# block 1

==> block_1/layer_met1.png <==
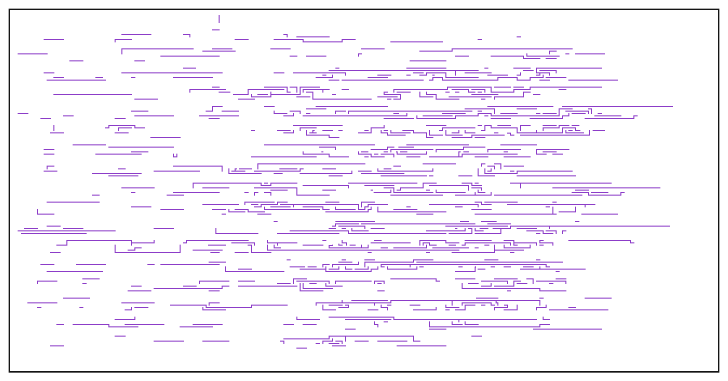
==> block_1/cell_density.png <==
The die is cut into 10 by 5 equal tiles; white is low, dark blue is high, 0 to 100% covered.
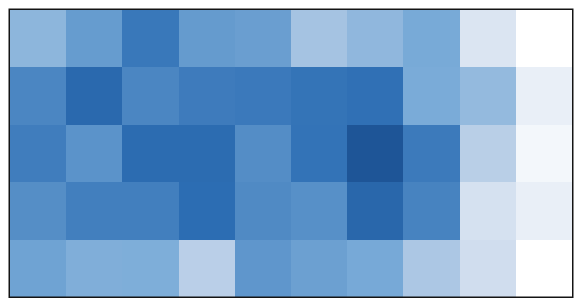
<file path="src/rtl/input_conditioner.sv">
// input_conditioner: synchronizes board inputs and debounces the start/stop button into single-cycle events.
// Optional auto-repeat of held-button pulses is enabled by defining INPUT_COND_AUTOREPEAT_EN.
module input_conditioner #(
    parameter int DB_CYCLES     = 1_000_000,
    parameter int CNT_W         = 20,
    parameter int REPEAT_DELAY  = 50_000_000,
    parameter int REPEAT_PERIOD = 20_000_000
) (
    input  logic       clk,
    input  logic       reset,
    input  logic       start_stop_raw,
    input  logic [1:0] mode_raw,
    input  logic [7:0] sw_raw,
    output logic       start_stop,
    output logic       btn_level,
    output logic [1:0] mode,
    output logic [7:0] sw,
    output logic       mode_changed
);

    typedef enum logic {S_IDLE, S_HELD} state_t;

    if (DB_CYCLES < 2 || 64'(DB_CYCLES) > (64'd1 << CNT_W) - 64'd1 || REPEAT_DELAY < 1 || REPEAT_PERIOD < 1) begin : g_bad_params
        $error("input_conditioner: illegal parameter combination");
    end

    state_t           r_state, w_state_nxt;
    logic             r_btn_m, r_btn_s;
    logic [1:0]       r_mode_m, r_mode_s, r_mode_prev;
    logic [7:0]       r_sw_m, r_sw_s;
    logic [CNT_W-1:0] r_cnt, w_cnt_nxt;
    logic [1:0]       r_vld;
    logic             r_first, r_start_stop, r_mode_changed;
    logic             w_disagree, w_done, w_press, w_pulse;

    // Two-flop synchronizers for every asynchronous pin
    always_ff @(posedge clk or negedge reset) begin
        if (!reset) begin
            r_btn_m  <= 1'b0;
            r_btn_s  <= 1'b0;
            r_mode_m <= '0;
            r_mode_s <= '0;
            r_sw_m   <= '0;
            r_sw_s   <= '0;
        end else begin
            r_btn_m  <= start_stop_raw;
            r_btn_s  <= r_btn_m;
            r_mode_m <= mode_raw;
            r_mode_s <= r_mode_m;
            r_sw_m   <= sw_raw;
            r_sw_s   <= r_sw_m;
        end
    end

    // Debounce next-state: count samples disagreeing with the accepted level, flip after DB_CYCLES of them
    always_comb begin
        w_state_nxt = r_state;
        w_cnt_nxt   = r_cnt;
        w_disagree  = (r_state == S_IDLE) ? r_btn_s : ~r_btn_s;
        w_done      = w_disagree && r_cnt == CNT_W'(DB_CYCLES - 1);
        if (!w_disagree) begin
            w_cnt_nxt = '0;
        end else if (w_done) begin
            w_cnt_nxt   = '0;
            w_state_nxt = (r_state == S_IDLE) ? S_HELD : S_IDLE;
        end else if (r_cnt != '1) begin
            w_cnt_nxt = r_cnt + 1'b1;
        end
        w_press = w_done && r_state == S_IDLE;
    end

    // Button state, debounce counter and registered press pulse
    always_ff @(posedge clk or negedge reset) begin
        if (!reset) begin
            r_state      <= S_IDLE;
            r_cnt        <= '0;
            r_start_stop <= 1'b0;
        end else begin
            r_state      <= w_state_nxt;
            r_cnt        <= w_cnt_nxt;
            r_start_stop <= w_pulse;
        end
    end

`ifdef INPUT_COND_AUTOREPEAT_EN
    localparam int RPT_MAX = (REPEAT_DELAY > REPEAT_PERIOD) ? REPEAT_DELAY : REPEAT_PERIOD;
    localparam int RPT_W   = $clog2(RPT_MAX + 1);

    logic [RPT_W-1:0] r_rpt;
    logic             r_rpt_after;
    logic             w_rpt_run, w_rpt_fire;

    // Repeat counter only runs while the button is held and still reads pressed
    assign w_rpt_run  = r_state == S_HELD && r_btn_s;
    assign w_rpt_fire = w_rpt_run && r_rpt == RPT_W'((r_rpt_after ? REPEAT_PERIOD : REPEAT_DELAY) - 1);
    assign w_pulse    = w_press | w_rpt_fire;

    // First repeat waits REPEAT_DELAY, later ones REPEAT_PERIOD; leaving HELD rearms the long delay
    always_ff @(posedge clk or negedge reset) begin
        if (!reset) begin
            r_rpt       <= '0;
            r_rpt_after <= 1'b0;
        end else if (!w_rpt_run) begin
            r_rpt <= '0;
            if (r_state != S_HELD) r_rpt_after <= 1'b0;
        end else if (w_rpt_fire) begin
            r_rpt       <= '0;
            r_rpt_after <= 1'b1;
        end else begin
            r_rpt <= r_rpt + 1'b1;
        end
    end
`else
    assign w_pulse = w_press;
`endif

    // Mode change detector; the first flag holds off until the synchronizer carries a real sample
    always_ff @(posedge clk or negedge reset) begin
        if (!reset) begin
            r_vld          <= '0;
            r_first        <= 1'b1;
            r_mode_prev    <= '0;
            r_mode_changed <= 1'b0;
        end else begin
            r_vld          <= {r_vld[0], 1'b1};
            r_first        <= r_first & ~r_vld[1];
            r_mode_prev    <= r_mode_s;
            r_mode_changed <= ~r_first && r_mode_s != r_mode_prev;
        end
    end

    assign start_stop   = r_start_stop;
    assign btn_level    = r_state == S_HELD;
    assign mode         = r_mode_s;
    assign sw           = r_sw_s;
    assign mode_changed = r_mode_changed;

endmodule

</file>
<file path="config.mk">
export PLATFORM = sky130hd
export DESIGN_NAME = input_conditioner
export DESIGN_NICKNAME = d
export VERILOG_FILES = /design/src/rtl/input_conditioner.sv
export SDC_FILE = /design/constraint.sdc
export NUM_CORES = 1
export LEC_CHECK = 0
export ABC_AREA = 1
export ABC_CLOCK_PERIOD_IN_PS = 1780
export CORE_ASPECT_RATIO = 0.5
export CORE_UTILIZATION = 45
export DETAILED_ROUTE_END_ITERATION = 8
export PLACE_DENSITY = 0.67
export SETUP_SLACK_MARGIN = 0.15
export SYNTH_ARGS = -nofsm -noshare
export SYNTH_HDL_FRONTEND = slang
export SYNTH_SLANG_ARGS = --single-unit
</file>
<file path="constraint.sdc">
create_clock -name clk -period 1.78 [get_ports clk]
set_input_delay 0.356 -clock clk [delete_from_list [all_inputs] [get_ports clk]]
set_output_delay 0.356 -clock clk [all_outputs]
set_load 0.01 [all_outputs]
</file>
==> commit_impl_results.txt <==
Log flow metrics for this revision

* Leakage dissipation: 1.27 nW
- Counting every sink on the clock net gives 50.
- The first TritonRoute pass finished after 4 iterations.
- The chip occupies 5150 µm².
- In this run the maximum-capacitance check reported violations numbering 0.
- Combinational share of cell area: 31.0%
* Cell seen most often among critical-path stages: nand2_1
- Entering global routing, the biggest net connects 21 pins.
* Post-synth top cells: nand2_1, dfrtp_1, nor2_1
* Outcome: completed
- Share of the synthesized area in the top cell type: 56.2%
* Critical path arrival: 1.75 ns
- Summed over all layers, the routed wires come to 4790 µm.
- Looking at the power breakdown, combinational cells take 6.9% of the total.
- Number of clock-tree buffers in the layout: 6
* Required arrival time at the worst endpoint: 1.98 ns
- Looking at the post-CTS report, the setup buffer insertion count equals 5.
- Among all flip-flop cells after synthesis, the most frequent one is dfrtp_1.
* Global placer's final weighted congestion: 0.940
- Count of inserted antenna diode cells: 0
- Number of cells produced by synthesis: 240
- Worst reg2reg endpoint: r_cnt[11]
- In this run the standard cell core region covers 4530 µm².
* Clock-cell share of area: 3.59%
- In the synthesis report, Yosys lists the chip area as 2180 µm².
- Largest family of logic cells by area: simple AND/OR/NAND/NOR gates
- In the final routing, the length of wire on met1 measures 2290 µm.
- Cells fill 60.8% of the core in the end.
- Area fraction in compound gates: 2.18%
- Number of nets produced by synthesis: 254
* Gr busiest metal: met2
- Post-CTS sizing: 2
* Cell internal power dissipation: 1.57 mW
* R2r worst-path depth: 10
* H-tree depth reported by CTS: 2
* Max Buffers Root-to-Sink: 2
- Setup slack at placement: 0.0121 ns
* GR Layer Usage met1: 28.5%
About block_1/layer_met1.png:
- share of all routed wire: 48%
- wire length on this layer: 2290 µm
- longest straight run: 27.1 µm
- main direction: horizontal
- nets with wire on the layer: 279

About block_1/cell_density.png:
- tiles over 75% full: 12%
- nearly empty tiles: 4.0%
- mean over tiles: 52%
- fullest tile: 85%


# block 2

## src/rtl/hazard_scoreboard_if.sv

```systemverilog
// ----------------------------------------------------------------------------
// hazard_scoreboard_if
//  Bundles the ID-stage request signals and the hazard-control responses
//  exchanged between the pipeline and the hazard scoreboard.
//  master : pipeline side (drives ID-stage info, receives stall/flush controls)
//  slave  : scoreboard side
//  Signals
//   valid_ID, rs1_ID, rs2_ID, rs1_used, rs2_used, rd_ID, RW_ID, MemRead_ID,
//   mc_ID, mc_lat_ID, Branch_ID, redirect_MEM        pipeline -> scoreboard
//   PCWrite, stall_IF_ID, flush_IF_ID, flush_ID_EX, flush_EX_MEM, mc_cancel,
//   stall_cycles                                      scoreboard -> pipeline
// ----------------------------------------------------------------------------
interface hazard_scoreboard_if #(
   parameter int unsigned AW        = 5,
   parameter int unsigned MC_MAXLAT = 31
);
   localparam int unsigned CW = $clog2(MC_MAXLAT + 2);

   logic          valid_ID;
   logic [AW-1:0] rs1_ID;
   logic [AW-1:0] rs2_ID;
   logic          rs1_used;
   logic          rs2_used;
   logic [AW-1:0] rd_ID;
   logic          RW_ID;
   logic          MemRead_ID;
   logic          mc_ID;
   logic [CW-1:0] mc_lat_ID;
   logic          Branch_ID;
   logic          redirect_MEM;

   logic          PCWrite;
   logic          stall_IF_ID;
   logic          flush_IF_ID;
   logic          flush_ID_EX;
   logic          flush_EX_MEM;
   logic          mc_cancel;
   logic [31:0]   stall_cycles;

   modport master (
      output valid_ID, rs1_ID, rs2_ID, rs1_used, rs2_used, rd_ID, RW_ID,
             MemRead_ID, mc_ID, mc_lat_ID, Branch_ID, redirect_MEM,
      input  PCWrite, stall_IF_ID, flush_IF_ID, flush_ID_EX, flush_EX_MEM,
             mc_cancel, stall_cycles
   );

   modport slave (
      input  valid_ID, rs1_ID, rs2_ID, rs1_used, rs2_used, rd_ID, RW_ID,
             MemRead_ID, mc_ID, mc_lat_ID, Branch_ID, redirect_MEM,
      output PCWrite, stall_IF_ID, flush_IF_ID, flush_ID_EX, flush_EX_MEM,
             mc_cancel, stall_cycles
   );
endinterface

```

## src/rtl/hazard_scoreboard.sv

```systemverilog
// ----------------------------------------------------------------------------
// hazard_scoreboard
//  Scoreboard-based hazard unit sitting beside the ID stage. Each register
//  carries a countdown of cycles until its pending result is forwardable;
//  a shared countdown guards the multicycle unit. Produces PC/IF_ID stall,
//  ID_EX bubble and redirect flushes, cancels allocations of the instruction
//  squashed in EX, and counts stalled cycles (saturating).
//  Ports
//   clk  in  clock, rising edge
//   rst  in  asynchronous active-high reset
//   bus  hazard_scoreboard_if.slave (ID request in, hazard controls out)
// ----------------------------------------------------------------------------
module hazard_scoreboard #(
   parameter int unsigned NREG      = 32,
   parameter int unsigned AW        = 5,
   parameter int unsigned LOAD_LAT  = 1,
   parameter int unsigned MC_MAXLAT = 31
) (
   input  logic               clk,
   input  logic               rst,
   hazard_scoreboard_if.slave bus
);
   localparam int unsigned CW = $clog2(MC_MAXLAT + 2);

   // Tag of the instruction currently in EX, needed to undo its allocation.
   typedef struct packed {
      logic          v;
      logic [AW-1:0] rd;
      logic          we;
      logic          mc;
   } ex_tag_t;

   logic [CW-1:0] r_cnt [NREG];
   logic [CW-1:0] r_mc_cnt;
   ex_tag_t       r_ex;
   logic [31:0]   r_stall_cycles;

   logic [CW-1:0] w_rs1_cnt;
   logic [CW-1:0] w_rs2_cnt;
   logic          w_rs1_busy;
   logic          w_rs2_busy;
   logic          w_raw;
   logic          w_struct;
   logic          w_stall;
   logic          w_issue;
   logic          w_alloc;
   logic [CW-1:0] w_mc_lat;
   logic [CW-1:0] w_new_cnt;
   logic          w_kill_rd;
   logic          w_kill_mc;

   // Source counter lookup; x0 and out-of-range indices are never busy.
   always_comb begin
      w_rs1_cnt = '0;
      w_rs2_cnt = '0;
      if ((bus.rs1_ID != '0) && (32'(bus.rs1_ID) < NREG))
         w_rs1_cnt = r_cnt[bus.rs1_ID];
      if ((bus.rs2_ID != '0) && (32'(bus.rs2_ID) < NREG))
         w_rs2_cnt = r_cnt[bus.rs2_ID];
   end

   // Branches compare in ID so they need the value one cycle earlier than EX.
   assign w_rs1_busy = bus.Branch_ID ? (w_rs1_cnt != '0) : (w_rs1_cnt > CW'(1));
   assign w_rs2_busy = bus.Branch_ID ? (w_rs2_cnt != '0) : (w_rs2_cnt > CW'(1));

   assign w_raw    = bus.valid_ID & ((bus.rs1_used & w_rs1_busy) |
                                     (bus.rs2_used & w_rs2_busy));
   assign w_struct = bus.valid_ID & bus.mc_ID & (r_mc_cnt != '0);
   assign w_stall  = (w_raw | w_struct) & ~bus.redirect_MEM;
   assign w_issue  = bus.valid_ID & ~w_stall & ~bus.redirect_MEM;
   assign w_alloc  = w_issue & bus.RW_ID & (bus.rd_ID != '0);

   // A zero multicycle latency behaves as a single cycle.
   assign w_mc_lat  = (bus.mc_lat_ID == '0) ? CW'(1) : bus.mc_lat_ID;
   assign w_new_cnt = bus.MemRead_ID ? CW'(1 + LOAD_LAT) :
                      bus.mc_ID      ? (w_mc_lat + CW'(1)) : CW'(1);

   // Redirect squashes the EX instruction: release what it allocated.
   assign w_kill_rd = bus.redirect_MEM & r_ex.v & r_ex.we;
   assign w_kill_mc = bus.redirect_MEM & r_ex.v & r_ex.mc;

   // Per-register countdowns; a new allocation wins over the decrement.
   always_ff @(posedge clk or posedge rst) begin
      if (rst) begin
         for (int unsigned i = 0; i < NREG; i++)
            r_cnt[i] <= '0;
      end else begin
         for (int unsigned i = 1; i < NREG; i++) begin
            if (w_kill_rd && (r_ex.rd == AW'(i)))
               r_cnt[i] <= '0;
            else if (w_alloc && (bus.rd_ID == AW'(i)))
               r_cnt[i] <= w_new_cnt;
            else if (r_cnt[i] != '0)
               r_cnt[i] <= r_cnt[i] - CW'(1);
         end
      end
   end

   // Multicycle unit occupancy.
   always_ff @(posedge clk or posedge rst) begin
      if (rst)
         r_mc_cnt <= '0;
      else if (w_kill_mc)
         r_mc_cnt <= '0;
      else if (w_issue && bus.mc_ID)
         r_mc_cnt <= w_mc_lat;
      else if (r_mc_cnt != '0)
         r_mc_cnt <= r_mc_cnt - CW'(1);
   end

   // EX tag follows the instruction leaving ID (empty when nothing issues).
   always_ff @(posedge clk or posedge rst) begin
      if (rst)
         r_ex <= '0;
      else
         r_ex <= '{v: w_issue, rd: bus.rd_ID, we: bus.RW_ID, mc: bus.mc_ID};
   end

   // Saturating stall-cycle counter.
   always_ff @(posedge clk or posedge rst) begin
      if (rst)
         r_stall_cycles <= '0;
      else if (w_stall && (r_stall_cycles != '1))
         r_stall_cycles <= r_stall_cycles + 32'd1;
   end

   // Pipeline controls; redirect takes priority over any stall.
   always_comb begin
      bus.PCWrite      = 1'b1;
      bus.stall_IF_ID  = 1'b0;
      bus.flush_IF_ID  = 1'b0;
      bus.flush_ID_EX  = 1'b0;
      bus.flush_EX_MEM = 1'b0;
      bus.mc_cancel    = 1'b0;
      if (bus.redirect_MEM) begin
         bus.flush_IF_ID  = 1'b1;
         bus.flush_ID_EX  = 1'b1;
         bus.flush_EX_MEM = 1'b1;
         bus.mc_cancel    = w_kill_mc;
      end else if (w_stall) begin
         bus.PCWrite     = 1'b0;
         bus.stall_IF_ID = 1'b1;
         bus.flush_ID_EX = 1'b1;
      end
   end

   assign bus.stall_cycles = r_stall_cycles;

   a_mc_lat_legal: assert property (@(posedge clk) disable iff (rst)
      (bus.valid_ID && bus.mc_ID) |-> (bus.mc_lat_ID <= CW'(MC_MAXLAT)));

endmodule

```

## src/flat_wrapper.sv

```systemverilog
// flat-port wrapper written by rule: the top's interface ports become plain ports
module hazard_scoreboard_flat 
#(
   parameter int unsigned NREG      = 32,
   parameter int unsigned AW        = 5,
   parameter int unsigned LOAD_LAT  = 1,
   parameter int unsigned MC_MAXLAT = 31
)
  (clk, rst, bus_valid_ID, bus_rs1_ID, bus_rs2_ID, bus_rs1_used, bus_rs2_used, bus_rd_ID, bus_RW_ID, bus_MemRead_ID, bus_mc_ID, bus_mc_lat_ID, bus_Branch_ID, bus_redirect_MEM, bus_PCWrite, bus_stall_IF_ID, bus_flush_IF_ID, bus_flush_ID_EX, bus_flush_EX_MEM, bus_mc_cancel, bus_stall_cycles);
  hazard_scoreboard_if #(.AW(AW), .MC_MAXLAT(MC_MAXLAT)) bus_i ();
  input  logic clk;
  input  logic rst;
  input wire logic [$bits(bus_i.valid_ID)-1:0] bus_valid_ID;
  input wire logic [$bits(bus_i.rs1_ID)-1:0] bus_rs1_ID;
  input wire logic [$bits(bus_i.rs2_ID)-1:0] bus_rs2_ID;
  input wire logic [$bits(bus_i.rs1_used)-1:0] bus_rs1_used;
  input wire logic [$bits(bus_i.rs2_used)-1:0] bus_rs2_used;
  input wire logic [$bits(bus_i.rd_ID)-1:0] bus_rd_ID;
  input wire logic [$bits(bus_i.RW_ID)-1:0] bus_RW_ID;
  input wire logic [$bits(bus_i.MemRead_ID)-1:0] bus_MemRead_ID;
  input wire logic [$bits(bus_i.mc_ID)-1:0] bus_mc_ID;
  input wire logic [$bits(bus_i.mc_lat_ID)-1:0] bus_mc_lat_ID;
  input wire logic [$bits(bus_i.Branch_ID)-1:0] bus_Branch_ID;
  input wire logic [$bits(bus_i.redirect_MEM)-1:0] bus_redirect_MEM;
  output wire logic [$bits(bus_i.PCWrite)-1:0] bus_PCWrite;
  output wire logic [$bits(bus_i.stall_IF_ID)-1:0] bus_stall_IF_ID;
  output wire logic [$bits(bus_i.flush_IF_ID)-1:0] bus_flush_IF_ID;
  output wire logic [$bits(bus_i.flush_ID_EX)-1:0] bus_flush_ID_EX;
  output wire logic [$bits(bus_i.flush_EX_MEM)-1:0] bus_flush_EX_MEM;
  output wire logic [$bits(bus_i.mc_cancel)-1:0] bus_mc_cancel;
  output wire logic [$bits(bus_i.stall_cycles)-1:0] bus_stall_cycles;
  assign bus_i.valid_ID = bus_valid_ID;
  assign bus_i.rs1_ID = bus_rs1_ID;
  assign bus_i.rs2_ID = bus_rs2_ID;
  assign bus_i.rs1_used = bus_rs1_used;
  assign bus_i.rs2_used = bus_rs2_used;
  assign bus_i.rd_ID = bus_rd_ID;
  assign bus_i.RW_ID = bus_RW_ID;
  assign bus_i.MemRead_ID = bus_MemRead_ID;
  assign bus_i.mc_ID = bus_mc_ID;
  assign bus_i.mc_lat_ID = bus_mc_lat_ID;
  assign bus_i.Branch_ID = bus_Branch_ID;
  assign bus_i.redirect_MEM = bus_redirect_MEM;
  assign bus_PCWrite = bus_i.PCWrite;
  assign bus_stall_IF_ID = bus_i.stall_IF_ID;
  assign bus_flush_IF_ID = bus_i.flush_IF_ID;
  assign bus_flush_ID_EX = bus_i.flush_ID_EX;
  assign bus_flush_EX_MEM = bus_i.flush_EX_MEM;
  assign bus_mc_cancel = bus_i.mc_cancel;
  assign bus_stall_cycles = bus_i.stall_cycles;
  hazard_scoreboard #(.NREG(NREG), .AW(AW), .LOAD_LAT(LOAD_LAT), .MC_MAXLAT(MC_MAXLAT)) u_core (.clk(clk), .rst(rst), .bus(bus_i));
endmodule
```

## config.mk

```make
export PLATFORM = sky130hd
export DESIGN_NAME = hazard_scoreboard_flat
export DESIGN_NICKNAME = d
export VERILOG_FILES = /design/src/rtl/hazard_scoreboard_if.sv /design/src/rtl/hazard_scoreboard.sv /design/src/flat_wrapper.sv
export SDC_FILE = /design/constraint.sdc
export NUM_CORES = 1
export LEC_CHECK = 0
export CAP_MARGIN = 0
export CORE_UTILIZATION = 48
export CTS_CLUSTER_SIZE = 12
export DETAILED_ROUTE_END_ITERATION = 6
export PLACE_DENSITY = 0.71
export SLEW_MARGIN = 20
export SYNTH_ARGS = -nofsm -noshare
export SYNTH_HDL_FRONTEND = slang
export SYNTH_SLANG_ARGS = --single-unit
```

## constraint.sdc

```tcl
create_clock -name clk -period 24.2 [get_ports clk]
set_clock_uncertainty 0.15 [all_clocks]
set_input_delay 4.84 -clock clk [delete_from_list [all_inputs] [get_ports clk]]
set_output_delay 4.84 -clock clk [all_outputs]
set_load 0.02 [all_outputs]
```

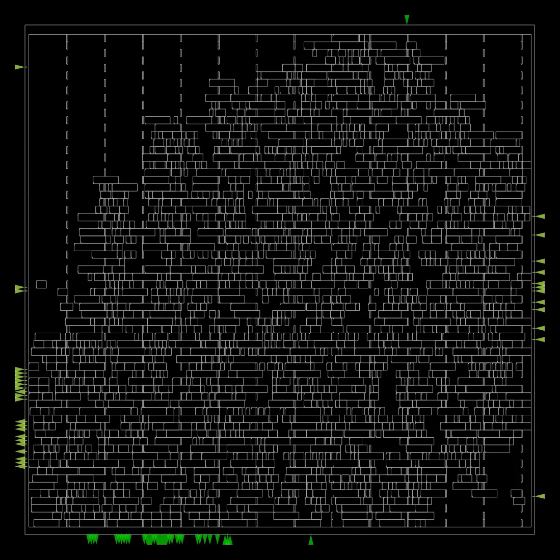
(block_2/placement.png)
number of core rows: 66
flip-flop and latch count: 232
core region area: 32900 µm²

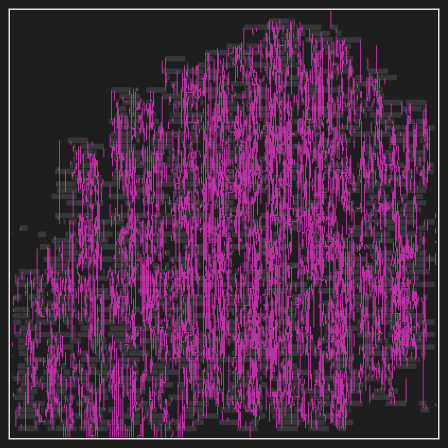
(block_2/layer_met2.png)
- nets with wire on the layer: 1637
- share of all routed wire: 45%
- longest straight run: 67.7 µm
- main direction: vertical

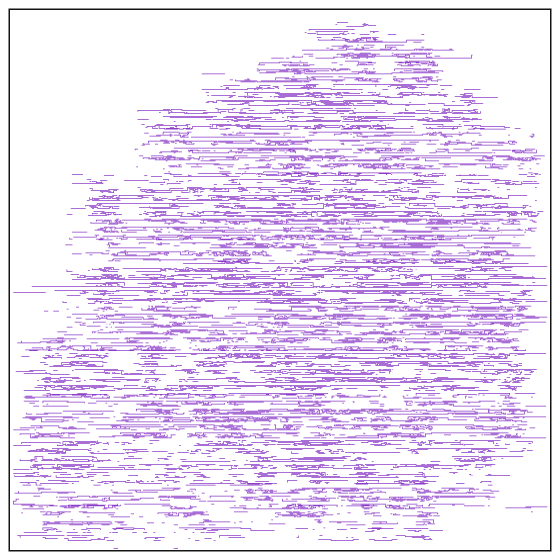
(block_2/layer_met1.png)
- wire length on this layer: 20.7 mm
- share of all routed wire: 43%
total via count after detailed routing: 14500
total routed wirelength: 47900 µm

==> commit_impl_results.txt <==
Log flow metrics for this revision

- Cell with the largest stage delay on the worst path: clkdlybuf4s50_1
- Yosys reports the multiplexer fraction of the synthesized area as 12.1%.
* Outcome: completed
- Largest power group: combinational logic
- After detailed placement, the total cell area comes to 17100 µm².
* Register with the most flip-flops: u_core.r_cnt
- Per report_power, the clock group accounts for 20.1% of the total.
- The gate-level netlist out of Yosys references 87 unique cell types.
- Starting DRT DRC Count: 1466
- Count of nets after finishing: 1978
* Endpoint type of the worst setup path: primary output
- Number of buffers inserted during clock tree synthesis: 28
- Looking at the hold checks, the worst path lands on u_core.bus.stall_cycles[23].
- Of the total synthesized cell area, the portion taken by AND-OR and OR-AND cells is 11.1%.
- Per the cell usage report, the commonest logic cell in the layout is nor2_1.

# block 3

## src/rtl/ifu_fetch.sv

```systemverilog
// ifu_fetch: sequential PC generator and req/gnt imem initiator.
// Matches in-order responses to PCs and queues {pc, instr} for decode.
module ifu_fetch #(
  parameter logic [31:0] RESET_PC = 32'h0000_0000,
  parameter int          DEPTH    = 4
) (
  input  logic        clk,
  input  logic        rstn,
  output logic        imem_req,
  output logic [31:0] imem_addr,
  input  logic        imem_gnt,
  input  logic        imem_rvalid,
  input  logic [31:0] imem_rdata,
  input  logic        redirect_valid,
  input  logic [31:0] redirect_pc,
  output logic        instr_valid,
  output logic [31:0] instr,
  output logic [31:0] instr_pc,
  input  logic        instr_ready
);

  localparam int CW = $clog2(DEPTH + 1);
  localparam int AW = (DEPTH > 1) ? $clog2(DEPTH) : 1;
  localparam logic [AW-1:0] LAST  = AW'(DEPTH - 1);
  localparam logic [CW:0]   LIMIT = (CW+1)'(DEPTH);
  localparam logic [CW-1:0] FULL  = CW'(DEPTH);

  typedef struct packed {
    logic [31:0] pc;
    logic [31:0] word;
  } entry_t;

  entry_t        q [DEPTH];
  logic [31:0]   fetch_pc;
  logic [31:0]   resp_pc;
  logic [CW-1:0] outstanding;
  logic [CW-1:0] discard;
  logic [CW-1:0] count;
  logic [AW-1:0] head;
  logic [AW-1:0] tail;
  logic [CW:0]   credit;
  logic          grant;
  logic          resp;
  logic          push;
  logic          pop;

  function automatic logic [AW-1:0] nxt(
    input logic [AW-1:0] p
  );
    return (p == LAST) ? '0 : p + 1'b1;
  endfunction

  // in-flight requests hold a queue slot, even ones that will be discarded
  assign credit = {1'b0, outstanding} + {1'b0, count};
  assign imem_req = rstn && !redirect_valid
                    && (credit < LIMIT);
  assign imem_addr = fetch_pc;

  assign grant = imem_req && imem_gnt;
  assign resp  = imem_rvalid && (outstanding != '0);
  assign push  = resp && (discard == '0)
                 && !redirect_valid;

  assign instr_valid = (count != '0);
  assign pop = instr_valid && instr_ready
               && !redirect_valid;

  assign instr    = instr_valid ? q[head].word : '0;
  assign instr_pc = instr_valid ? q[head].pc   : '0;

  always_ff @(posedge clk) begin
    if (!rstn) begin
      fetch_pc    <= RESET_PC;
      resp_pc     <= RESET_PC;
      outstanding <= '0;
      discard     <= '0;
      count       <= '0;
      head        <= '0;
      tail        <= '0;
    end else begin
      outstanding <= outstanding + CW'(grant)
                     - CW'(resp);
      if (redirect_valid) begin
        fetch_pc <= redirect_pc;
        resp_pc  <= redirect_pc;
        discard  <= outstanding - CW'(resp);
        count    <= '0;
        head     <= '0;
        tail     <= '0;
      end else begin
        if (grant)
          fetch_pc <= fetch_pc + 32'd4;
        if (resp && (discard != '0))
          discard <= discard - CW'(1);
        if (push) begin
          resp_pc <= resp_pc + 32'd4;
          tail    <= nxt(tail);
        end
        if (pop)
          head <= nxt(head);
        count <= count + CW'(push) - CW'(pop);
      end
    end
  end

  always_ff @(posedge clk) begin
    if (push)
      q[tail] <= '{pc: resp_pc, word: imem_rdata};
  end

  always_ff @(posedge clk) begin
    if (rstn) begin
      assert (!(imem_rvalid && (outstanding == '0)));
      assert (!(push && (count == FULL)));
    end
  end

endmodule

```

## config.mk

```make
export PLATFORM = sky130hd
export DESIGN_NAME = ifu_fetch
export DESIGN_NICKNAME = d
export VERILOG_FILES = /design/src/rtl/ifu_fetch.sv
export SDC_FILE = /design/constraint.sdc
export NUM_CORES = 1
export LEC_CHECK = 0
export CORE_ASPECT_RATIO = 0.9
export CORE_UTILIZATION = 31
export CTS_CLUSTER_SIZE = 8
export DETAILED_ROUTE_END_ITERATION = 8
export SLEW_MARGIN = 0
export SYNTH_ARGS = -nofsm -noshare
export SYNTH_HDL_FRONTEND = slang
export SYNTH_SLANG_ARGS = --single-unit
```

## constraint.sdc

```tcl
create_clock -name clk -period 3.5 [get_ports clk]
set_clock_uncertainty 0.2 [all_clocks]
set_input_delay 0.7 -clock clk [delete_from_list [all_inputs] [get_ports clk]]
set_output_delay 0.7 -clock clk [all_outputs]
set_load 0.02 [all_outputs]
```

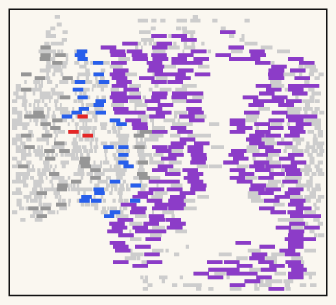
(block_3/flops_by_reg.png)
- resp_pc: blue (sequential cells 32)
- discard: red (sequential cells 3)
- q: purple (sequential cells 256)
- not coloured: 44
area taken by flip-flops and latches: 9270 µm²
register share of the cell area: 52.2%

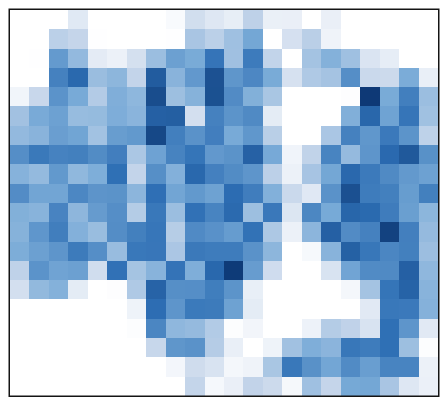
(block_3/cell_density.png)
The die is cut into 22 by 20 equal tiles; white is low, dark blue is high, 0 to 100% covered.
- emptiest ninth of the die: bottom left
- mean over tiles: 38%
- nearly empty tiles: 22%
fraction of the core area covered by cells at the end of the flow: 40.9%
core region area: 43400 µm²
pre-placement core utilization: 31.7%

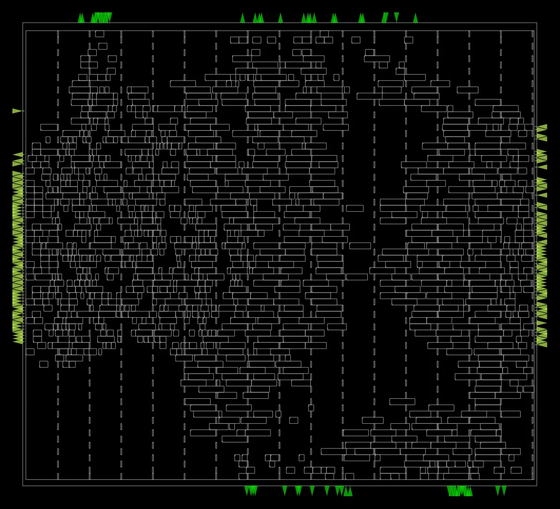
(block_3/placement.png)
number of core rows: 72
non-filler instance count after layout: 1710
flip-flop and latch count: 335

==> commit_impl_results.txt <==
Log flow metrics for this revision

* Post-CTS sizing: 2
* Insertion delay at the late pin of the worst-skew pair: 0.56 ns
- First-pass GRT wire length: 50300 µm
- Count of warnings emitted by yosys: 0
- Summed standard-cell area reported by yosys: 13800 µm²
- Ranking logic cells in the layout by count gives the top entries edfxtp_1, clkdlybuf4s50_1, dfxtp_1.
- Switching Share: 23.4%
- The slowest stage of the critical path is the clkdlybuf4s50_1 cell.
* Relative contribution of the clock network to total power: 41.9%
* Outcome: completed
- Cell internal power dissipation: 7.38 mW
* Startpoint type of the worst setup path: register
- Min-Delay Endpoint: imem_addr[1]
- Count of endpoints failing hold in the final timing report: 0
- Counting tap cells, the placed design contains a total of 1641 instances.
* Area fraction in compound gates: 5.13%
* Number of cells produced by synthesis: 899
* Total routed wirelength: 32700 µm
* R2r worst-path depth: 11
- Final global-route overflow total: 0

Power is estimated from default activity; no workload was simulated.
